=== press_generator ===
[config.mk]
export PLATFORM = sky130hd
export DESIGN_NAME = press_generator
export DESIGN_NICKNAME = d
export VERILOG_FILES = /design/src/rtl/press_generator.sv
export SDC_FILE = /design/constraint.sdc
export NUM_CORES = 1
export LEC_CHECK = 0
export ABC_AREA = 1
export ABC_CLOCK_PERIOD_IN_PS = 1400
export CORE_MARGIN = 5
export CORE_UTILIZATION = 45
export DETAILED_ROUTE_END_ITERATION = 16
export PLACE_DENSITY = 0.75
export REMOVE_ABC_BUFFERS = 1
export SYNTH_ARGS = -nofsm -noshare
export SYNTH_HDL_FRONTEND = slang
export SYNTH_SLANG_ARGS = --single-unit
[constraint.sdc]
create_clock -name clk -period 1.4 [get_ports clk]
set_clock_uncertainty 0.05 [all_clocks]
set_input_delay 0.14 -clock clk [delete_from_list [all_inputs] [get_ports clk]]
set_output_delay 0.14 -clock clk [all_outputs]
set_load 0.02 [all_outputs]
[src/rtl/press_generator.sv]
// Key-press transmitter: turns a one-cycle request into an active-low press/release waveform.
// Optional LFSR-driven cyber player is compiled in when PRESS_GEN_AUTO_EN is defined.
module press_generator #(
  parameter int HOLD_W = 4,
  parameter int CNT_W  = 8
) (
  input  logic              clk,
  input  logic              reset,
  input  logic              req,
  input  logic [HOLD_W-1:0] hold_len,
  input  logic [HOLD_W-1:0] gap_len,
  input  logic [8:0]        auto_threshold,
  output logic              key_n,
  output logic              busy,
  output logic              done,
  output logic [CNT_W-1:0]  press_count
);

  typedef enum logic [1:0] {IDLE, PRESS, GAP} state_t;

  state_t            r_state;
  logic [HOLD_W-1:0] r_cnt;
  logic [HOLD_W-1:0] r_gap;
  logic              r_pending;
  logic              r_key_n;
  logic              r_busy;
  logic              r_done;
  logic [CNT_W-1:0]  r_press_count;

  logic [HOLD_W-1:0] w_hold;
  logic [HOLD_W-1:0] w_gap;
  logic              w_trig;
  logic              w_start;

  assign w_hold = (hold_len == '0) ? HOLD_W'(1) : hold_len;
  assign w_gap  = (gap_len  == '0) ? HOLD_W'(1) : gap_len;

`ifdef PRESS_GEN_AUTO_EN
  logic [9:0] r_lfsr;

  always_ff @(posedge clk) begin
    if (reset) r_lfsr <= '0;
    else       r_lfsr <= {r_lfsr[8:0], ~(r_lfsr[9] ^ r_lfsr[6])};
  end

  assign w_trig = req | ({1'b0, auto_threshold} > r_lfsr);
`else
  logic w_unused_thr;
  assign w_unused_thr = ^auto_threshold;
  assign w_trig       = req;
`endif

  // A request arriving on the final gap edge chains straight into the next press.
  assign w_start = ((r_state == IDLE) && w_trig) ||
                   ((r_state == GAP) && (r_cnt == '0) && (r_pending || req));

  always_ff @(posedge clk) begin
    if (reset) begin
      r_state       <= IDLE;
      r_cnt         <= '0;
      r_gap         <= HOLD_W'(1);
      r_pending     <= 1'b0;
      r_key_n       <= 1'b1;
      r_busy        <= 1'b0;
      r_done        <= 1'b0;
      r_press_count <= '0;
    end else begin
      r_done <= 1'b0;
      if ((r_state != IDLE) && req) r_pending <= 1'b1;

      case (r_state)
        PRESS: begin
          if (r_cnt == '0) begin
            r_state <= GAP;
            r_key_n <= 1'b1;
            r_cnt   <= r_gap - 1'b1;
          end else begin
            r_cnt <= r_cnt - 1'b1;
          end
        end
        GAP: begin
          if (r_cnt == '0) begin
            r_done  <= 1'b1;
            r_state <= IDLE;
            r_busy  <= 1'b0;
          end else begin
            r_cnt <= r_cnt - 1'b1;
          end
        end
        default: ;
      endcase

      // Press entry overrides the per-state updates above.
      if (w_start) begin
        r_state   <= PRESS;
        r_key_n   <= 1'b0;
        r_busy    <= 1'b1;
        r_cnt     <= w_hold - 1'b1;
        r_gap     <= w_gap;
        r_pending <= 1'b0;
        if (r_press_count != '1) r_press_count <= r_press_count + 1'b1;
      end
    end
  end

  assign key_n       = r_key_n;
  assign busy        = r_busy;
  assign done        = r_done;
  assign press_count = r_press_count;

endmodule
=== mips_multicycle_control ===
===== src/rtl/mips_multicycle_control.sv =====
// mips_multicycle_control: multicycle MIPS sequencer driving datapath selects and strobes,
// with memory-ready wait states, a debug halt at instruction boundaries and a retire counter.
module mips_multicycle_control #(
    parameter int RETIRE_W = 32
) (
    input  logic                clk,
    input  logic                reset,
    input  logic [5:0]          OP,
    input  logic [5:0]          func,
    input  logic                mem_ready,
    input  logic                halt_req,
    output logic                PCWrite,
    output logic                PCWriteCondEQ,
    output logic                PCWriteCondNE,
    output logic                IorD,
    output logic                MemRead,
    output logic                MemWrite,
    output logic                IRWrite,
    output logic                MemtoReg,
    output logic                RegDst,
    output logic                RegWrite,
    output logic                JalLink,
    output logic                ALUSrcA,
    output logic [1:0]          ALUSrcB,
    output logic [2:0]          ALUOp,
    output logic [1:0]          PCSource,
    output logic                halted,
    output logic [3:0]          state,
    output logic [RETIRE_W-1:0] instr_count
);
    typedef enum logic [3:0] {
        FETCH, DECODE, MEMADDR, MEMRD, MEMWB, MEMWR, EXEC_R, RWB,
        BRANCH, JUMP, EXEC_I, IWB, JR, HALT
    } state_t;

    localparam logic [5:0] OP_R = 6'b000000, OP_LW = 6'b100011, OP_SW = 6'b101011;
    localparam logic [5:0] OP_BEQ = 6'b000100, OP_BNE = 6'b000101, OP_J = 6'b000010, OP_JAL = 6'b000011;
    localparam logic [5:0] OP_ADDI = 6'b001000, OP_ANDI = 6'b001100, OP_ORI = 6'b001101, OP_LUI = 6'b001111;
    localparam logic [5:0] FN_JR = 6'b001000;

    state_t cur, nxt;

    assign state  = cur;
    assign halted = (cur == HALT);

    always_comb begin
        nxt = FETCH;
        case (cur)
            FETCH:   nxt = halt_req ? HALT : (mem_ready ? DECODE : FETCH);
            DECODE:  nxt = (OP == OP_LW || OP == OP_SW) ? MEMADDR :
                           (OP == OP_R) ? ((func == FN_JR) ? JR : EXEC_R) :
                           (OP == OP_BEQ || OP == OP_BNE) ? BRANCH :
                           (OP == OP_J || OP == OP_JAL) ? JUMP :
                           (OP == OP_ADDI || OP == OP_ANDI || OP == OP_ORI || OP == OP_LUI) ? EXEC_I : FETCH;
            MEMADDR: nxt = (OP == OP_LW) ? MEMRD : MEMWR;
            MEMRD:   nxt = mem_ready ? MEMWB : MEMRD;
            MEMWR:   nxt = mem_ready ? FETCH : MEMWR;
            EXEC_R:  nxt = RWB;
            EXEC_I:  nxt = IWB;
            HALT:    nxt = halt_req ? HALT : FETCH;
            default: nxt = FETCH;
        endcase
    end

    always_comb begin
        PCWrite = 1'b0; PCWriteCondEQ = 1'b0; PCWriteCondNE = 1'b0; IorD = 1'b0;
        MemRead = 1'b0; MemWrite = 1'b0; IRWrite = 1'b0; MemtoReg = 1'b0;
        RegDst = 1'b0; RegWrite = 1'b0; JalLink = 1'b0; ALUSrcA = 1'b0;
        ALUSrcB = 2'b00; ALUOp = 3'b000; PCSource = 2'b00;
        case (cur)
            FETCH: if (!halt_req) begin
                MemRead = 1'b1;
                ALUSrcB = 2'b01;
                IRWrite = mem_ready;
                PCWrite = mem_ready;
            end
            DECODE:  ALUSrcB = 2'b11;
            MEMADDR: begin ALUSrcA = 1'b1; ALUSrcB = 2'b10; end
            MEMRD:   begin MemRead = 1'b1; IorD = 1'b1; end
            MEMWB:   begin RegWrite = 1'b1; MemtoReg = 1'b1; end
            MEMWR:   begin MemWrite = 1'b1; IorD = 1'b1; end
            EXEC_R:  begin ALUSrcA = 1'b1; ALUOp = 3'b111; end
            RWB:     begin RegWrite = 1'b1; RegDst = 1'b1; end
            EXEC_I: begin
                ALUSrcA = 1'b1;
                ALUSrcB = 2'b10;
                ALUOp   = (OP == OP_LUI) ? 3'b011 : (OP == OP_ORI) ? 3'b101 :
                          (OP == OP_ANDI) ? 3'b110 : 3'b100;
            end
            IWB:     RegWrite = 1'b1;
            BRANCH: begin
                ALUSrcA       = 1'b1;
                ALUOp         = 3'b001;
                PCSource      = 2'b01;
                PCWriteCondEQ = (OP == OP_BEQ);
                PCWriteCondNE = (OP == OP_BNE);
            end
            // jal links the PC that FETCH already advanced by 4
            JUMP: begin
                PCWrite  = 1'b1;
                PCSource = 2'b10;
                RegWrite = (OP == OP_JAL);
                JalLink  = (OP == OP_JAL);
            end
            JR:      begin PCWrite = 1'b1; PCSource = 2'b11; end
            default: ;
        endcase
    end

    always_ff @(posedge clk or negedge reset) begin
        if (!reset) begin
            cur         <= FETCH;
            instr_count <= '0;
        end else begin
            cur <= nxt;
            if (nxt == FETCH && cur != FETCH && cur != HALT)
                instr_count <= instr_count + RETIRE_W'(1);
        end
    end
endmodule


===== config.mk =====
export PLATFORM = sky130hd
export DESIGN_NAME = mips_multicycle_control
export DESIGN_NICKNAME = d
export VERILOG_FILES = /design/src/rtl/mips_multicycle_control.sv
export SDC_FILE = /design/constraint.sdc
export NUM_CORES = 1
export LEC_CHECK = 0
export CAP_MARGIN = 20
export CORE_ASPECT_RATIO = 1.1
export CORE_MARGIN = 2
export CORE_UTILIZATION = 47
export DETAILED_ROUTE_END_ITERATION = 10
export PLACE_DENSITY_LB_ADDON = 0.3
export SETUP_SLACK_MARGIN = 0.1
export SLEW_MARGIN = 5
export SYNTH_ARGS = -nofsm -noshare
export SYNTH_HDL_FRONTEND = slang
export SYNTH_SLANG_ARGS = --single-unit

===== constraint.sdc =====
create_clock -name clk -period 2.8 [get_ports clk]
set_input_delay 0.56 -clock clk [delete_from_list [all_inputs] [get_ports clk]]
set_output_delay 0.56 -clock clk [all_outputs]
set_load 0.02 [all_outputs]

=== hicore_icb_arb2 ===
===== config.mk =====
export PLATFORM = sky130hd
export DESIGN_NAME = hicore_icb_arb2
export DESIGN_NICKNAME = d
export VERILOG_FILES = /design/src/rtl/hicore_icb_arb2.sv
export SDC_FILE = /design/constraint.sdc
export NUM_CORES = 1
export LEC_CHECK = 0
export ABC_AREA = 1
export CORE_AREA = 2 2 123 125
export CTS_BUF_LIST = sky130_fd_sc_hd__clkbuf_16
export DETAILED_ROUTE_END_ITERATION = 16
export DIE_AREA = 0 0 125 127
export GPL_ROUTABILITY_DRIVEN = 0
export PLACE_DENSITY = 0.52
export SYNTH_ARGS = -nofsm -noshare
export SYNTH_HDL_FRONTEND = slang
export SYNTH_SLANG_ARGS = --single-unit

===== constraint.sdc =====
create_clock -name clk -period 5 [get_ports clk]
set_input_delay 0.5 -clock clk [delete_from_list [all_inputs] [get_ports clk]]
set_output_delay 0.5 -clock clk [all_outputs]
set_load 0.02 [all_outputs]

===== src/rtl/hicore_icb_arb2.sv =====
// rtl/hicore_icb_arb2.sv - two-master ICB arbiter onto one slave port with in-order response routing
`ifndef HiCore_ADDR_SIZE
`define HiCore_ADDR_SIZE 32
`endif
`ifndef HiCore_REG_SIZE
`define HiCore_REG_SIZE 32
`endif

module hicore_icb_arb2 #(
  parameter int OUTS_DEPTH = 2
) (
  input  logic                           clk,
  input  logic                           rst_n,
  input  logic                           m0_icb_cmd_valid,
  output logic                           m0_icb_cmd_ready,
  input  logic                           m0_icb_cmd_read,
  input  logic [`HiCore_ADDR_SIZE-1:0]   m0_icb_cmd_addr,
  input  logic [`HiCore_REG_SIZE-1:0]    m0_icb_cmd_wdata,
  input  logic [`HiCore_REG_SIZE/8-1:0]  m0_icb_cmd_wmask,
  output logic                           m0_icb_rsp_valid,
  input  logic                           m0_icb_rsp_ready,
  output logic [`HiCore_REG_SIZE-1:0]    m0_icb_rsp_rdata,
  output logic                           m0_icb_rsp_err,
  input  logic                           m1_icb_cmd_valid,
  output logic                           m1_icb_cmd_ready,
  input  logic                           m1_icb_cmd_read,
  input  logic [`HiCore_ADDR_SIZE-1:0]   m1_icb_cmd_addr,
  input  logic [`HiCore_REG_SIZE-1:0]    m1_icb_cmd_wdata,
  input  logic [`HiCore_REG_SIZE/8-1:0]  m1_icb_cmd_wmask,
  output logic                           m1_icb_rsp_valid,
  input  logic                           m1_icb_rsp_ready,
  output logic [`HiCore_REG_SIZE-1:0]    m1_icb_rsp_rdata,
  output logic                           m1_icb_rsp_err,
  output logic                           s_icb_cmd_valid,
  input  logic                           s_icb_cmd_ready,
  output logic                           s_icb_cmd_read,
  output logic [`HiCore_ADDR_SIZE-1:0]   s_icb_cmd_addr,
  output logic [`HiCore_REG_SIZE-1:0]    s_icb_cmd_wdata,
  output logic [`HiCore_REG_SIZE/8-1:0]  s_icb_cmd_wmask,
  input  logic                           s_icb_rsp_valid,
  output logic                           s_icb_rsp_ready,
  input  logic [`HiCore_REG_SIZE-1:0]    s_icb_rsp_rdata,
  input  logic                           s_icb_rsp_err
);

  // Owner storage is a fixed 4-entry vector (the largest legal depth);
  // pointers wrap at OUTS_DEPTH-1 so only the first OUTS_DEPTH entries are used.
  localparam logic [1:0] PTR_LAST = 2'(OUTS_DEPTH - 1);
  localparam logic [2:0] CNT_FULL = 3'(OUTS_DEPTH);

  logic [3:0] r_owner;
  logic [1:0] r_wptr;
  logic [1:0] r_rptr;
  logic [2:0] r_cnt;
  logic       r_lock;
  logic       r_lock_id;
  logic       r_rr_last;

  logic       w_full;
  logic       w_empty;
  logic       w_head;
  logic       w_gnt;
  logic       w_gnt_valid;
  logic       w_push;
  logic       w_pop;

  assign w_full  = (r_cnt == CNT_FULL);
  assign w_empty = (r_cnt == 3'd0);
  assign w_head  = r_owner[r_rptr];

  // Grant: a stalled command keeps its grant, otherwise round-robin on contention
  always_comb begin
    w_gnt = 1'b0;
    if (r_lock) begin
      w_gnt = r_lock_id;
    end else if (m0_icb_cmd_valid && m1_icb_cmd_valid) begin
      w_gnt = ~r_rr_last;
    end else if (m1_icb_cmd_valid) begin
      w_gnt = 1'b1;
    end
  end

  assign w_gnt_valid     = w_gnt ? m1_icb_cmd_valid : m0_icb_cmd_valid;
  assign s_icb_cmd_valid = w_gnt_valid && !w_full;
  assign s_icb_cmd_read  = w_gnt ? m1_icb_cmd_read  : m0_icb_cmd_read;
  assign s_icb_cmd_addr  = w_gnt ? m1_icb_cmd_addr  : m0_icb_cmd_addr;
  assign s_icb_cmd_wdata = w_gnt ? m1_icb_cmd_wdata : m0_icb_cmd_wdata;
  assign s_icb_cmd_wmask = w_gnt ? m1_icb_cmd_wmask : m0_icb_cmd_wmask;

  // Ready is also qualified by the master's own valid so an idle master never sees ready
  assign m0_icb_cmd_ready = !w_gnt && m0_icb_cmd_valid && s_icb_cmd_ready && !w_full;
  assign m1_icb_cmd_ready =  w_gnt && m1_icb_cmd_valid && s_icb_cmd_ready && !w_full;

  assign w_push = s_icb_cmd_valid && s_icb_cmd_ready;

  // Responses go only to the master that owns the oldest outstanding command
  assign m0_icb_rsp_valid = s_icb_rsp_valid && !w_empty && !w_head;
  assign m1_icb_rsp_valid = s_icb_rsp_valid && !w_empty &&  w_head;
  assign s_icb_rsp_ready  = !w_empty && (w_head ? m1_icb_rsp_ready : m0_icb_rsp_ready);
  assign m0_icb_rsp_rdata = s_icb_rsp_rdata;
  assign m1_icb_rsp_rdata = s_icb_rsp_rdata;
  assign m0_icb_rsp_err   = s_icb_rsp_err;
  assign m1_icb_rsp_err   = s_icb_rsp_err;

  assign w_pop = s_icb_rsp_valid && s_icb_rsp_ready;

  // Owner FIFO: record issuer on command handshake, retire on response handshake
  always_ff @(posedge clk or negedge rst_n) begin
    if (!rst_n) begin
      r_owner <= 4'd0;
      r_wptr  <= 2'd0;
      r_rptr  <= 2'd0;
      r_cnt   <= 3'd0;
    end else begin
      if (w_push) begin
        r_owner[r_wptr] <= w_gnt;
        r_wptr          <= (r_wptr == PTR_LAST) ? 2'd0 : r_wptr + 2'd1;
      end
      if (w_pop) begin
        r_rptr <= (r_rptr == PTR_LAST) ? 2'd0 : r_rptr + 2'd1;
      end
      if (w_push && !w_pop) begin
        r_cnt <= r_cnt + 3'd1;
      end else if (w_pop && !w_push) begin
        r_cnt <= r_cnt - 3'd1;
      end
    end
  end

  // Grant lock while the slave stalls, and round-robin history of the last handshake
  always_ff @(posedge clk or negedge rst_n) begin
    if (!rst_n) begin
      r_lock    <= 1'b0;
      r_lock_id <= 1'b0;
      r_rr_last <= 1'b1;
    end else begin
      r_lock    <= s_icb_cmd_valid && !s_icb_cmd_ready;
      r_lock_id <= w_gnt;
      if (w_push) begin
        r_rr_last <= w_gnt;
      end
    end
  end

endmodule


=== mem_access ===
`src/rtl/mem_access.sv`:
```
// Memory-access stage: takes one instruction's execute results, performs at
// most one aligned word load/store over a req/ack data-memory port, and
// presents writeback and branch results with a one-cycle done pulse.
//
// Data-memory handshake: dmem_req is a level held from the launch edge
// until the first clock edge at which dmem_ack is sampled high (or the wait
// times out). dmem_we, dmem_addr and dmem_wdata are stable the whole time
// dmem_req is high. dmem_rdata is used only at the edge where dmem_ack=1.
// dmem_ack is ignored whenever the stage is not waiting on memory.
module mem_access #(
    parameter logic [2:0] STATE_MEM = 3'd3,
    parameter int         TIMEOUT   = 255
) (
    input  logic        clk,
    input  logic        rst,
    input  logic [2:0]  state,
    input  logic        mem_read_in,
    input  logic        mem_write_in,
    input  logic        reg_write_in,
    input  logic [4:0]  write_reg_in,
    input  logic [31:0] mem_addr,
    input  logic [31:0] mem_write_data,
    input  logic [31:0] reg_write_data_in,
    input  logic        branch_in,
    input  logic [31:0] branch_addr_in,
    output logic        dmem_req,
    output logic        dmem_we,
    output logic [31:0] dmem_addr,
    output logic [31:0] dmem_wdata,
    input  logic [31:0] dmem_rdata,
    input  logic        dmem_ack,
    output logic        reg_write_out,
    output logic [4:0]  write_reg_out,
    output logic [31:0] reg_write_data_out,
    output logic        branch_out,
    output logic [31:0] branch_addr_out,
    output logic        done,
    output logic        mem_fault,
    output logic [1:0]  dbg_state
);

    typedef enum logic [1:0] {
        S_IDLE = 2'd0,
        S_WAIT = 2'd1,
        S_HOLD = 2'd2
    } fsm_t;

    // Last counter value before giving up on dmem_ack.
    localparam logic [7:0] TMO_LAST = 8'(TIMEOUT - 1);

    fsm_t        fsm_q, fsm_d;
    logic [7:0]  cnt_q, cnt_d;
    logic        pend_q, pend_d;
    logic        req_d, we_d, rw_d, br_d, done_d, fault_d;
    logic [31:0] addr_d, wdata_d, data_d, baddr_d;
    logic [4:0]  wreg_d;

    logic        launch;
    logic        mem_op;
    logic        bad_op;

    assign launch    = (state == STATE_MEM);
    assign mem_op    = mem_read_in | mem_write_in;
    assign bad_op    = (mem_read_in & mem_write_in) |
                       (mem_op & (mem_addr[1:0] != 2'b00));
    assign dbg_state = fsm_q;

    // Next-state and next-output logic; every register holds by default.
    always_comb begin
        fsm_d   = fsm_q;
        cnt_d   = cnt_q;
        pend_d  = pend_q;
        req_d   = dmem_req;
        we_d    = dmem_we;
        addr_d  = dmem_addr;
        wdata_d = dmem_wdata;
        rw_d    = reg_write_out;
        wreg_d  = write_reg_out;
        data_d  = reg_write_data_out;
        br_d    = branch_out;
        baddr_d = branch_addr_out;
        fault_d = mem_fault;
        done_d  = 1'b0;
        case (fsm_q)
            S_IDLE: begin
                if (launch) begin
                    wreg_d  = write_reg_in;
                    br_d    = branch_in;
                    baddr_d = branch_addr_in;
                    fault_d = 1'b0;
                    if (bad_op) begin
                        fault_d = 1'b1;
                        rw_d    = 1'b0;
                        br_d    = 1'b0;
                        done_d  = 1'b1;
                        fsm_d   = S_HOLD;
                    end else if (mem_op) begin
                        req_d   = 1'b1;
                        we_d    = mem_write_in;
                        addr_d  = {mem_addr[31:2], 2'b00};
                        wdata_d = mem_write_data;
                        pend_d  = reg_write_in;
                        rw_d    = 1'b0;
                        cnt_d   = 8'd0;
                        fsm_d   = S_WAIT;
                    end else begin
                        rw_d    = reg_write_in;
                        data_d  = reg_write_data_in;
                        done_d  = 1'b1;
                        fsm_d   = S_HOLD;
                    end
                end
            end
            S_WAIT: begin
                if (dmem_ack) begin
                    req_d  = 1'b0;
                    if (dmem_we) begin
                        rw_d = 1'b0;
                    end else begin
                        rw_d   = pend_q;
                        data_d = dmem_rdata;
                    end
                    done_d = 1'b1;
                    fsm_d  = S_HOLD;
                end else if (cnt_q == TMO_LAST) begin
                    req_d   = 1'b0;
                    fault_d = 1'b1;
                    rw_d    = 1'b0;
                    br_d    = 1'b0;
                    done_d  = 1'b1;
                    fsm_d   = S_HOLD;
                end else begin
                    cnt_d = cnt_q + 8'd1;
                end
            end
            S_HOLD: begin
                // Wait for the controller to leave STATE_MEM so each visit
                // launches exactly once.
                if (!launch) begin
                    fsm_d = S_IDLE;
                end
            end
            default: begin
                fsm_d = S_IDLE;
            end
        endcase
    end

    // State and output registers; reset clears everything asynchronously.
    always_ff @(posedge clk or negedge rst) begin
        if (!rst) begin
            fsm_q              <= S_IDLE;
            cnt_q              <= 8'd0;
            pend_q             <= 1'b0;
            dmem_req           <= 1'b0;
            dmem_we            <= 1'b0;
            dmem_addr          <= 32'd0;
            dmem_wdata         <= 32'd0;
            reg_write_out      <= 1'b0;
            write_reg_out      <= 5'd0;
            reg_write_data_out <= 32'd0;
            branch_out         <= 1'b0;
            branch_addr_out    <= 32'd0;
            done               <= 1'b0;
            mem_fault          <= 1'b0;
        end else begin
            fsm_q              <= fsm_d;
            cnt_q              <= cnt_d;
            pend_q             <= pend_d;
            dmem_req           <= req_d;
            dmem_we            <= we_d;
            dmem_addr          <= addr_d;
            dmem_wdata         <= wdata_d;
            reg_write_out      <= rw_d;
            write_reg_out      <= wreg_d;
            reg_write_data_out <= data_d;
            branch_out         <= br_d;
            branch_addr_out    <= baddr_d;
            done               <= done_d;
            mem_fault          <= fault_d;
        end
    end

endmodule

```
`config.mk`:
```
export PLATFORM = sky130hd
export DESIGN_NAME = mem_access
export DESIGN_NICKNAME = d
export VERILOG_FILES = /design/src/rtl/mem_access.sv
export SDC_FILE = /design/constraint.sdc
export NUM_CORES = 1
export LEC_CHECK = 0
export ABC_AREA = 1
export CAP_MARGIN = 40
export CELL_PAD_IN_SITES_DETAIL_PLACEMENT = 1
export CELL_PAD_IN_SITES_GLOBAL_PLACEMENT = 2
export CORE_ASPECT_RATIO = 2
export CORE_MARGIN = 8
export CORE_UTILIZATION = 20
export CTS_CLUSTER_SIZE = 12
export DETAILED_ROUTE_END_ITERATION = 8
export PLACE_DENSITY_LB_ADDON = 0.1
export SYNTH_ARGS = -nofsm -noshare
export SYNTH_HDL_FRONTEND = slang
export SYNTH_SLANG_ARGS = --single-unit
```
`constraint.sdc`:
```
create_clock -name clk -period 1.4 [get_ports clk]
set_input_delay 0.28 -clock clk [delete_from_list [all_inputs] [get_ports clk]]
set_output_delay 0.28 -clock clk [all_outputs]
set_load 0.005 [all_outputs]
```

==> layout pictures side by side <==
Routing congestion map.
Plate I
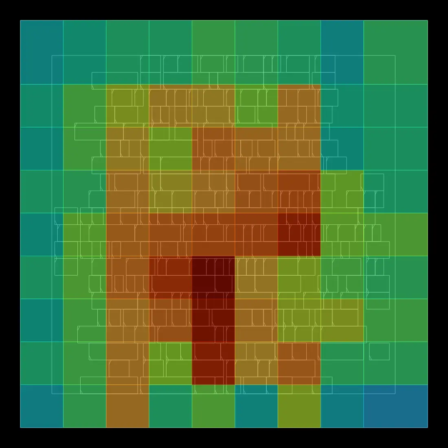
Plate II
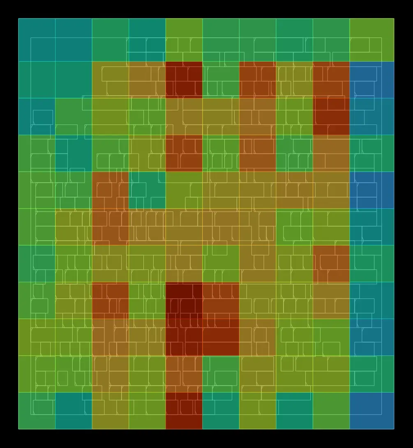
Plate III
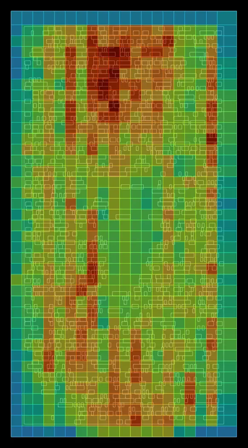
Plate IV
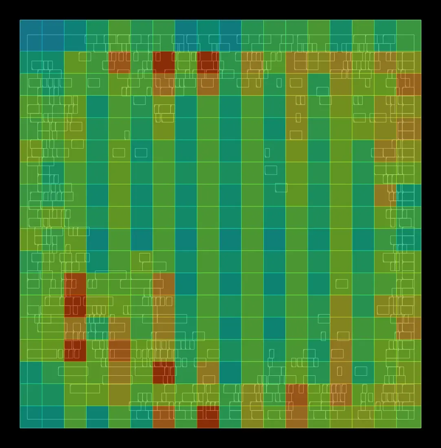
For press_generator, see Plate I.
For mem_access, see Plate III.
For mips_multicycle_control, see Plate II.
For hicore_icb_arb2, see Plate IV.
The one with the highest track usage is Plate II.
The one with the lowest track usage is Plate IV.

**press_generator: clock network drawn from the DEF**

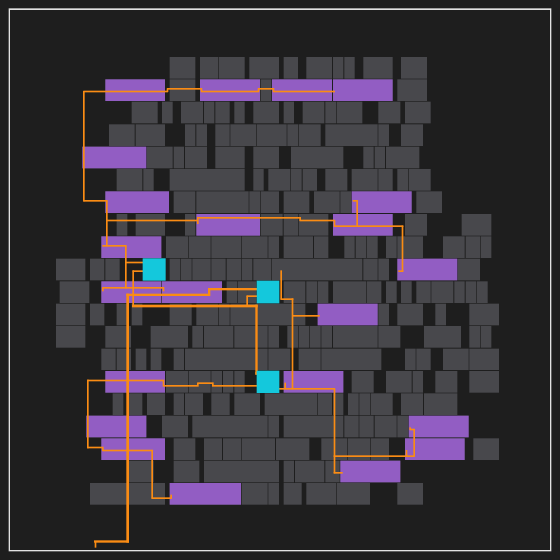
[purple] flip-flops | count: 22
[orange] clock wires | length: 313 um
[cyan] cells driving clock nets | count: 3
routed clock nets: 4
Clock Power: 504 uW
clock network power share: 13.5%
Latency at later pin: 0.32 ns

==> out/qor.rpt, press_generator <==
===========================================================================
Largest class ................................................ multi-input combinational cells
Run status ................................................... finished with violations
Number of cell instances after yosys synthesis ...............          189
Core occupancy in the finished layout ........................        70.5%
Number of hold-repair buffers added at the cts stage .........            0
Critical path data arrival time ..............................      1.67 ns
Footprint of the multi-input gates ...........................     991 um^2
Final count of hold timing violations ........................            0
Top comb family, area ........................................ simple AND/OR/NAND/NOR gates
Failing checks ............................................... negative setup slack
Sinks on Clock Net ...........................................           22
Pwr Total ....................................................      3.72 mW
Antenna violations before repair .............................            0
Worst-path cell with the longest stage delay ................. sky130_fd_sc_hd__dfxtp_2
Most used DFF post-synth ..................................... sky130_fd_sc_hd__dfxtp_1
Flop share of the area .......................................        21.2%
Worst path depth .............................................           10
M1 wire length ...............................................      1.77 mm
Number of warning messages in the yosys log ..................            0
Violation count after the first detailed-route iteration .....           81
R2r endpoint ................................................. r_cnt[1]$_SDFFE_PP0P_
Total met3 wirelength after detailed routing .................       246 um
Number of instances resized during post-cts repair ...........           33
Net Sw Power .................................................      1.60 mW
Busiest grt layer ............................................         met2
Launch point of the worst hold path ..........................   gap_len[1]
Largest Pwr Group ............................................ combinational logic
Share of total power consumed by net switching ...............        42.9%
Flop Count ...................................................           22
All-Layer GR Usage ...........................................        17.3%
Final worst-path setup slack .................................   -0.0905 ns
Static leakage ...............................................     0.942 nW
Headroom to the max-slew limit ...............................        76.2%
Synth flops ..................................................           22
Maximum number of pins on one net before global-route repair .           14
Power in combinational cells .................................      2.35 mW
Total power per unit cell area ............................... 1760 nW/um^2
Total of plain and repair buffers excluding clock buffers ....           52
Number of multi-input combinational cells in the layout ......          134
Buffers plus inverters on the worst setup path ...............            3
Final setup violation count ..................................            5
Adder and majority cell fraction of the synthesized area .....        6.32%
Number of I/O port buffers ...................................           21
Sequential fraction of design power ..........................        23.4%
Drt wl/cell ..................................................      14.5 um
===========================================================================
press_generator: registers in the layout, summed over array words and instances, names as in the netlist:
name and count:
press_count 8, r_cnt 4, r_gap 4, r_state 2, busy 1, done 1, key_n 1, r_pending 1
press_generator: stage by stage:
stage / instances / hold WS, ns
4_1_cts: 274 / 0.385
5_1_grt: 274 / 0.411
2_1_floorplan: 185 / 0.152
3_5_place_dp: 267 / 0.409
3_3_place_gp: 267 / 0.406
6_report: 274 / 0.398
**mem_access: signal wires on met1**

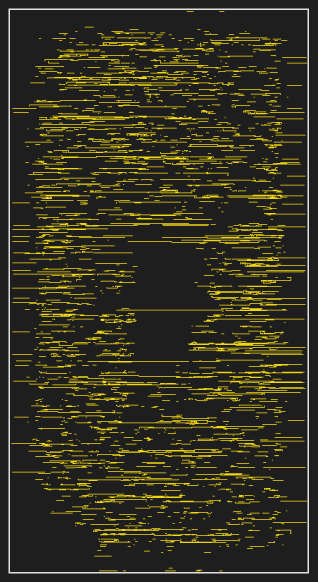
wire length on this layer: 11,500 um
main direction: horizontal
post-detailed-routing wire length: 34.1 mm
GR met1 Demand/Resource: 16.7%
routed via count: 7,005

==> out/qor.rpt, mem_access <==
==============================================================================
Final worst-path setup slack ....................................    -0.171 ns
Share of total power consumed by net switching ..................        32.7%
Die width .......................................................       143 um
Area occupied by registers ......................................    3700 um^2
Power share of the combinational group ..........................        33.7%
Number of levels the H-tree was split into ......................            4
Seq group .......................................................      6.21 mW
Syn Area/Cell ...................................................    8.00 um^2
Synthesis-to-layout area growth .................................        97.5%
Setup slack of the worst register-to-register path ..............     -0.17 ns
Die height ......................................................       271 um
Diodes inserted .................................................            1
# IOs ...........................................................          316
Total of plain and repair buffers excluding clock buffers .......          430
Filler cell count ...............................................        3,732
Bufs on Longest Clock Path ......................................            2
Routed length on met2 ...........................................      19.4 mm
Share of post-route cells with drive strength above 1 ...........        27.3%
Failing checks .................................................. negative setup slack
Run status ...................................................... finished with violations
Final setup violation count .....................................          113
Post-synth EDFFs ................................................            0
Period minus WS final ...........................................      1.57 ns
Flop share of the area ..........................................        28.8%
Launch point of the worst hold path ............................. mem_write_in
Number of unique standard cell types used by synthesis ..........           24
Total instance count after detailed placement ...................        1,574
Number of maximum-capacitance constraint violations .............            0
Number of detailed-routing iterations run before antenna repair .            4
Root Buffer ..................................................... sky130_fd_sc_hd__clkbuf_16
Max Fclk ........................................................      636 MHz
Top fanout value on the critical path ...........................            8
Peak ir drop on the vdd network .................................     0.857 mV
Violation count after the first detailed-route iteration ........          190
Final count of hold timing violations ...........................            0
Signal inverters ................................................           16
Number of multi-input combinational cells in the layout .........          603
Critical Path End Type ..........................................         flop
Largest area contributor in the synthesized netlist ............. sky130_fd_sc_hd__dfrtp_1
==============================================================================
[mem_access: stage by stage]
stage	utilization [%]	worst slack (ns)	hold slack, ns
after detailed placement	33.2	-0.542	0.208
after floorplan	-	0.0181	-0.0156
after global routing	40.0	-0.249	0.180
after global placement	33.2	-0.543	0.207
final	40.0	-0.171	0.196
after CTS	38.8	-0.159	0.297
[mem_access: cells by family after synthesis]
group	count (synthesis)	share of synthesized area, %
buf+inv	64	4.93
simple gates	586	36.4
fa+ha+maj	2	0.385
flops	148	57.0
other cells	1	0.0577
xor+xnor	1	0.135
compound gates	11	1.14
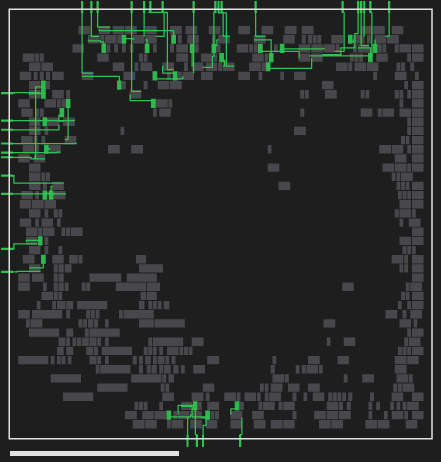
**Above:** hicore_icb_arb2 (wires at chosen ports, followed through buffers).
Bar = 50 um.
| colour | port | bits | direction | edge | end cells | wire |
|---|---|---|---|---|---|---|
| green | s_icb_cmd_wdata | 32 | output | 18 top, 10 left, 4 bottom | 32 | 692 um |
number of I/O port buffers: 220
# IOs: 320

==> out/qor.rpt, hicore_icb_arb2 <==
========================================================================
End of the critical path .................................. s_icb_cmd_valid
Run status ................................................    completed
Tap Cells .................................................          184
Share of post-route cells with drive strength above 1 .....        2.05%
Total instance count after detailed placement .............          717
Worst-path cell with the longest stage delay .............. sky130_fd_sc_hd__clkdlybuf4s50_1
Top Layout Cells .......................................... sky130_fd_sc_hd__nand2_1, sky130_fd_sc_hd__clkdlybuf4s50_1, sky130_fd_sc_hd__inv_1, sky130_fd_sc_hd__dfrtp_1
Slew at the pin closest to its max-slew limit .............      1.11 ns
TritonCTS Buffers .........................................            3
Number of nets in the layout ..............................          719
Length in cells of the worst reg-to-reg path ..............           14
R2r endpoint .............................................. r_cnt[2]$_DFFE_PN0P_
Filler cell count .........................................        1,598
Maximum clock skew at final layout ........................   0.00191 ns
Total power per unit cell area ............................  353 nW/um^2
Seq group .................................................       191 uW
Syn Area/Cell .............................................    5.52 um^2
Flop Count ................................................           14
Drt wl/cell ...............................................      13.0 um
Remaining antenna violation count .........................            0
Largest stage delay, worst path ...........................      0.61 ns
Final-layout clock buffer total ...........................            3
Internal power of the cells ...............................       768 uW
Number of instances resized during post-cts repair ........            0
Total of plain and repair buffers excluding clock buffers .          221
Post-DR vias/cell .........................................         3.91
Post-synth EDFFs ..........................................            0
Vias in the first global route ............................        2,726
Share of the yosys chip area belonging to registers .......        16.2%
Number of levels the H-tree was split into ................            1
Synth flops ...............................................           14
Violation count after the first detailed-route iteration ..           71
Core Box Area .............................................  14,400 um^2
Clock network power share .................................        10.5%
Core Util at FP ...........................................        15.1%
Clock tree from TritonCTS .................................        built
Count of cells along the worst hold path ..................            2
========================================================================
hicore_icb_arb2: flip-flops by register name (all words and copies together), names as in the netlist:
| register | cells |
|---|---|
| r_lock | 1 |
| r_rptr | 2 |
| r_cnt | 3 |
| r_owner | 4 |
| r_rr_last | 1 |
| r_lock_id | 1 |
| r_wptr | 2 |
hicore_icb_arb2: metal layers:
layer,part of all wire (%),global-route usage [%],vias to the layer above
met5,0,0,-
met4,0.79,1.70,0
met3,11,4.48,10
met2,50,19.6,201
met1,38,11.7,1201
li1,-,-,1410
**mips_multicycle_control: clock network drawn from the DEF**

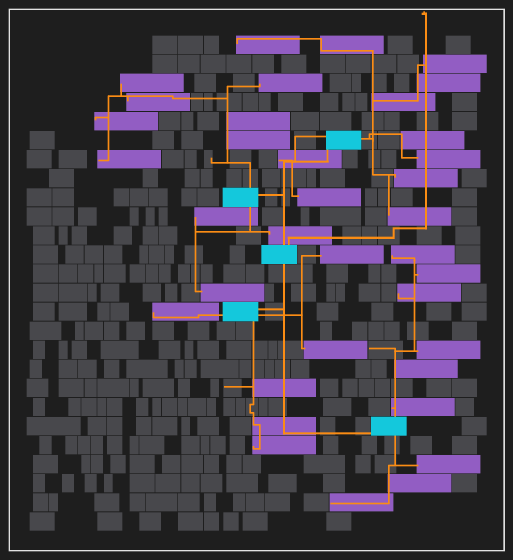
[orange] clock wires | length: 449 um
[purple] flip-flops | count: 36
[cyan] cells driving clock nets | count: 5
routed clock nets: 6
clock network power share: 16.0%
Latency at later pin: 0.29 ns

==> out/qor.rpt, mips_multicycle_control <==
===================================================================================
Ranking of synthesized cells by area ................................. sky130_fd_sc_hd__dfrtp_1, sky130_fd_sc_hd__xnor2_1, sky130_fd_sc_hd__nand4_1, sky130_fd_sc_hd__nand3_1, sky130_fd_sc_hd__and3_1
Syn Area/Cell ........................................................    9.12 um^2
Async SR Flop Fraction ...............................................         100%
HP Class .............................................................   reg -> reg
Top cell excl fill/tap ............................................... sky130_fd_sc_hd__clkdlybuf4s50_1
FF-to-FF Start ....................................................... state[2]$_DFF_PN0_
Length in cells of the worst reg-to-reg path .........................            9
Internal power of the cells ..........................................      1.38 mW
Run status ...........................................................    completed
Share of the clock period used by the worst path .....................        93.8%
GR met1 Demand/Resource ..............................................        26.6%
Last weighted congestion value of the routability-driven placer ......        0.872
Number of warnings in the stage logs .................................           28
Number of flip-flops in the largest register .........................           32
Sinks on Clock Net ...................................................           36
Largest Pwr Group .................................................... combinational logic
DP Wirelength ........................................................      4.30 mm
Number of unique standard cell types used by synthesis ...............           49
# DRC ................................................................            0
Netlist Area Pre-Place ...............................................    2280 um^2
Count of cells along the worst hold path .............................            1
TritonCTS Buffers ....................................................            5
Violation count after the first detailed-route iteration .............           94
Number of multi-input combinational cells in the layout ..............          194
Top fanout value on the critical path ................................            2
M1 wire length .......................................................      2.40 mm
Final count of hold timing violations ................................            0
All-Layer GR Usage ...................................................        21.8%
Total of plain and repair buffers excluding clock buffers ............          102
Synth top area share .................................................        39.5%
Cell area after layout ...............................................    3330 um^2
Signal buffers share of area .........................................        27.7%
Static leakage .......................................................      1.45 nW
Total die size .......................................................    5420 um^2
Sequential fraction of design power ..................................        28.6%
Data required, critical path .........................................      2.24 ns
XOR Share, Synth .....................................................        13.0%
Number of hold-repair buffers added at the cts stage .................            0
Comb area share ......................................................        39.8%
Site Rows ............................................................           26
Footprint of the multi-input gates ...................................    1330 um^2
Routed length on met2 ................................................      2.84 mm
Power in combinational cells .........................................      1.32 mW
Share of the yosys chip area belonging to registers ..................        39.5%
Root Buffer .......................................................... sky130_fd_sc_hd__clkbuf_8
Busiest grt layer ....................................................         met2
Maximum clock skew at final layout ...................................   0.00713 ns
Share of final layout cell area taken by clock buffers and inverters .        2.82%
# Post-CTS Setup Buffers .............................................            3
===================================================================================
mips_multicycle_control: metrics by stage:
step / utilization [%] / setup WS (ns) / std cells / setup TNS (ns) / power, mW
after detailed placement: 68.8 / -0.380 / 389 / -4.60 / 2.02
after global routing: 71.6 / 0.0786 / 400 / 0 / 2.56
after global placement: 68.8 / -0.347 / 389 / -3.79 / 2.00
final: 71.6 / 0.173 / 400 / 0 / 2.39
after floorplan: - / 0.224 / 250 / 0 / 1.46
after CTS: 71.5 / 0.0831 / 400 / 0 / 2.41

=== fetch_pc_unit ===
**fetch_pc_unit: routing congestion map**

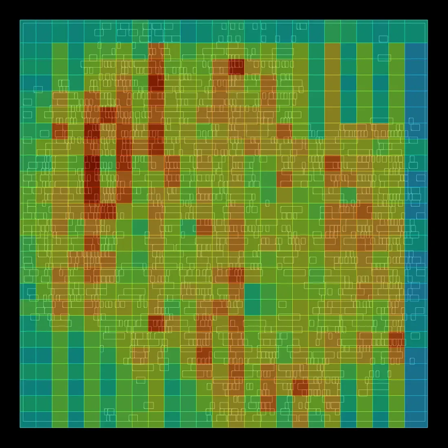
<file path="src/rtl/fetch_pc_unit.sv">
// PC generator and instruction-fetch front end: one outstanding imem request, small
// in-order fetch queue toward decode, EX redirect with flush. Optional counters: FETCH_PERF_EN.
module fetch_pc_unit #(
    parameter int unsigned     XLEN     = 32,
    parameter logic [XLEN-1:0] RESET_PC = 32'h8000_0000,
    parameter int unsigned     FQ_DEPTH = 2
) (
    input  logic            clk,
    input  logic            rst_n,
`ifdef FETCH_PERF_EN
    output logic [31:0]     perf_bubble_cnt,
    output logic [15:0]     perf_flush_cnt,
`endif
    input  logic            redirect_en,
    input  logic [XLEN-1:0] redirect_pc,
    output logic            imem_req,
    output logic [XLEN-1:0] imem_addr,
    input  logic            imem_gnt,
    input  logic            imem_rvalid,
    input  logic [31:0]     imem_rdata,
    output logic            if_valid,
    output logic [XLEN-1:0] if_pc,
    output logic [31:0]     if_inst,
    input  logic            if_ready
);

    localparam int unsigned PW = (FQ_DEPTH > 1) ? $clog2(FQ_DEPTH) : 1;
    localparam int unsigned CW = $clog2(FQ_DEPTH + 1);
    localparam logic [CW-1:0] DEPTH_C = CW'(FQ_DEPTH);
    localparam logic [31:0]   NOP     = 32'h0000_0013;

    typedef enum logic [1:0] {
        S_RUN,
        S_WAIT,
        S_KILL
    } state_e;

    state_e          state_q, state_d;
    logic [XLEN-1:0] pc_q, pc_d;
    logic [XLEN-1:0] req_pc_q, req_pc_d;
    logic            active_q;

    logic [XLEN-1:0] q_pc_q   [FQ_DEPTH];
    logic [31:0]     q_inst_q [FQ_DEPTH];
    logic [PW-1:0]   rd_ptr_q, wr_ptr_q;
    logic [CW-1:0]   count_q, count_d;
    logic            push, pop;

    // NOTE: every signal gets its default before the case, so no path can infer a latch.
    always_comb begin
        state_d  = state_q;
        pc_d     = pc_q;
        req_pc_d = req_pc_q;
        imem_req = 1'b0;
        push     = 1'b0;
        unique case (state_q)
            S_RUN: begin
                imem_req = active_q && (count_q < DEPTH_C);
                if (imem_req && imem_gnt) begin
                    req_pc_d = pc_q;
                    pc_d     = pc_q + XLEN'(4);
                    state_d  = S_WAIT;
                end
            end
            S_WAIT: begin
                if (imem_rvalid) begin
                    push    = 1'b1;
                    state_d = S_RUN;
                end
            end
            S_KILL: begin
                if (imem_rvalid) state_d = S_RUN;
            end
            default: state_d = S_RUN;
        endcase

        if (redirect_en) begin
            imem_req = 1'b0;
            push     = 1'b0;
            pc_d     = {redirect_pc[XLEN-1:2], 2'b00};
            // A response landing in the redirect cycle retires the outstanding fetch,
            // so there is nothing left to kill.
            state_d  = ((state_q != S_RUN) && !imem_rvalid) ? S_KILL : S_RUN;
        end
    end

    assign pop = (count_q != '0) && if_ready && !redirect_en;

    always_comb begin
        count_d = count_q;
        unique case ({push, pop})
            2'b10:   count_d = count_q + CW'(1);
            2'b01:   count_d = count_q - CW'(1);
            default: count_d = count_q;
        endcase
    end

    // NOTE: state registers use non-blocking assignments so every flop samples pre-edge values.
    always_ff @(posedge clk or negedge rst_n) begin
        if (!rst_n) begin
            state_q  <= S_RUN;
            pc_q     <= RESET_PC;
            req_pc_q <= '0;
            active_q <= 1'b0;
        end else begin
            state_q  <= state_d;
            pc_q     <= pc_d;
            req_pc_q <= req_pc_d;
            active_q <= 1'b1;
        end
    end

    // NOTE: the queue storage is reset because its head drives if_pc/if_inst, whose reset values are defined.
    always_ff @(posedge clk or negedge rst_n) begin
        if (!rst_n) begin
            for (int i = 0; i < int'(FQ_DEPTH); i++) begin
                q_pc_q[i]   <= '0;
                q_inst_q[i] <= NOP;
            end
            rd_ptr_q <= '0;
            wr_ptr_q <= '0;
            count_q  <= '0;
        end else if (redirect_en) begin
            rd_ptr_q <= '0;
            wr_ptr_q <= '0;
            count_q  <= '0;
        end else begin
            if (push) begin
                q_pc_q[wr_ptr_q]   <= req_pc_q;
                q_inst_q[wr_ptr_q] <= imem_rdata;
                wr_ptr_q           <= wr_ptr_q + PW'(1);
            end
            if (pop) rd_ptr_q <= rd_ptr_q + PW'(1);
            count_q <= count_d;
        end
    end

    assign imem_addr = pc_q;
    assign if_valid  = (count_q != '0);
    assign if_pc     = q_pc_q[rd_ptr_q];
    assign if_inst   = q_inst_q[rd_ptr_q];

`ifdef FETCH_PERF_EN
    logic [31:0] bubble_q;
    logic [15:0] flush_q;

    always_ff @(posedge clk or negedge rst_n) begin
        if (!rst_n) begin
            bubble_q <= '0;
            flush_q  <= '0;
        end else begin
            if (if_ready && !if_valid) bubble_q <= bubble_q + 32'd1;
            if (redirect_en)           flush_q  <= flush_q + 16'd1;
        end
    end

    assign perf_bubble_cnt = bubble_q;
    assign perf_flush_cnt  = flush_q;
`endif

endmodule

</file>
<file path="config.mk">
export PLATFORM = sky130hd
export DESIGN_NAME = fetch_pc_unit
export DESIGN_NICKNAME = d
export VERILOG_FILES = /design/src/rtl/fetch_pc_unit.sv
export SDC_FILE = /design/constraint.sdc
export NUM_CORES = 1
export LEC_CHECK = 0
export ABC_AREA = 1
export CAP_MARGIN = 30
export CORE_UTILIZATION = 30
export DETAILED_ROUTE_END_ITERATION = 16
export GPL_TIMING_DRIVEN = 0
export HOLD_SLACK_MARGIN = 0.05
export MAX_ROUTING_LAYER = met4
export SYNTH_ARGS = -nofsm -noshare
export SYNTH_HDL_FRONTEND = slang
export SYNTH_SLANG_ARGS = --single-unit
</file>
<file path="constraint.sdc">
create_clock -name clk -period 1.9 [get_ports clk]
set_input_delay 0.19 -clock clk [delete_from_list [all_inputs] [get_ports clk]]
set_output_delay 0.19 -clock clk [all_outputs]
set_load 0.01 [all_outputs]
</file>
==> out/qor.rpt <==
===================================================================================
# IOs ................................................................          168
Share of final layout cell area taken by clock buffers and inverters .        4.70%
Cell type with the highest occurrence count on the critical path ..... sky130_fd_sc_hd__nand2_1
Footprint of the multi-input gates ...................................    3550 um^2
Area occupied by registers ...........................................    4790 um^2
Share of the clock period used by the worst path .....................        96.5%
Post-detailed-routing wire length ....................................      25.8 mm
Most used DFF post-synth ............................................. sky130_fd_sc_hd__dfrtp_1
Critical Path End Type ...............................................   output pin
Adder and majority cell fraction of the synthesized area .............       0.416%
Number of maximum-capacitance constraint violations ..................            0
End of the critical path .............................................  if_inst[30]
Maximum clock skew at final layout ...................................   0.00851 ns
Worst-path cell with the longest stage delay ......................... sky130_fd_sc_hd__dfrtp_2
Run status ...........................................................    completed
Antenna violations before repair .....................................            0
Static leakage .......................................................      5.86 nW
Top cell excl fill/tap ............................................... sky130_fd_sc_hd__nand2_1
Largest stage delay, worst path ......................................      0.51 ns
Share of post-route cells with drive strength above 1 ................        13.4%
Peak ir drop on the vdd network ......................................     0.617 mV
TritonCTS Buffers ....................................................           17
Total die size .......................................................  30,800 um^2
Number of hold-repair buffers added at the cts stage .................            1
Die width ............................................................       175 um
Total power per unit cell area ....................................... 1310 nW/um^2
Net Sw Power .........................................................      5.78 mW
===================================================================================
Notes on 'routing congestion map' of fetch_pc_unit above:
busiest grt layer: met2
GR met1 Demand/Resource: 24.5%
met2 Usage GRT: 27.5%
core occupancy in the finished layout: 39.8%

flip-flops by register name (all words and copies together), names as in the netlist:
| name | flops |
|---|---|
| imem_addr | 30 |
| count_q | 2 |
| wr_ptr_q | 1 |
| q_pc_q | 60 |
| state_q | 2 |
| req_pc_q | 30 |
| active_q | 1 |
| rd_ptr_q | 1 |
| q_inst_q | 64 |
through the flow:
step / setup slack (ns) / util, %
global route: -0.00914 / 39.8
finish: 0.0673 / 39.8
floorplan: 0.407 / -
detailed placement: -0.532 / 37.6
global placement: -7.50 / 37.5
CTS: -0.0227 / 40.2


## Gallery

Signal wires on met1.
(a)
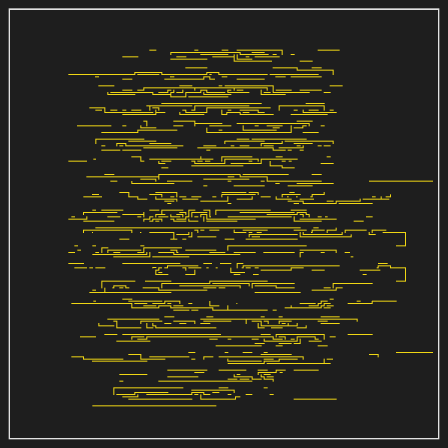
(b)
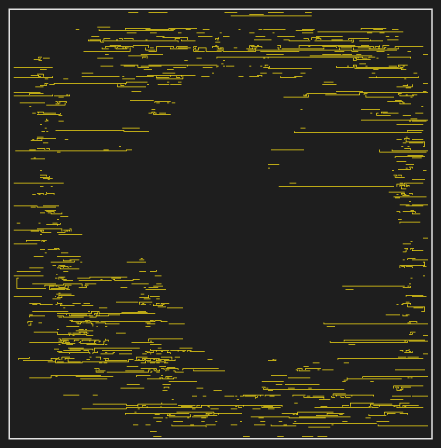
(c)
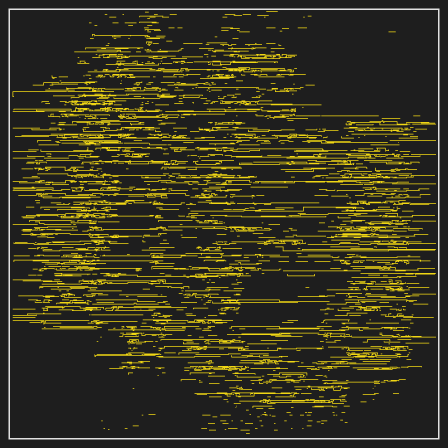
(d)
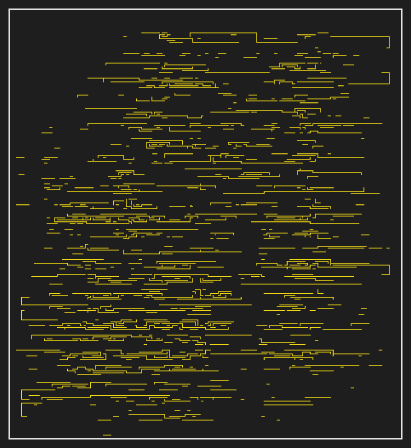
(c) is fetch_pc_unit.
(a) is press_generator.
(b) is hicore_icb_arb2.
(d) is mips_multicycle_control.

Power figures rest on the tool's default switching activity, not on a simulated workload.
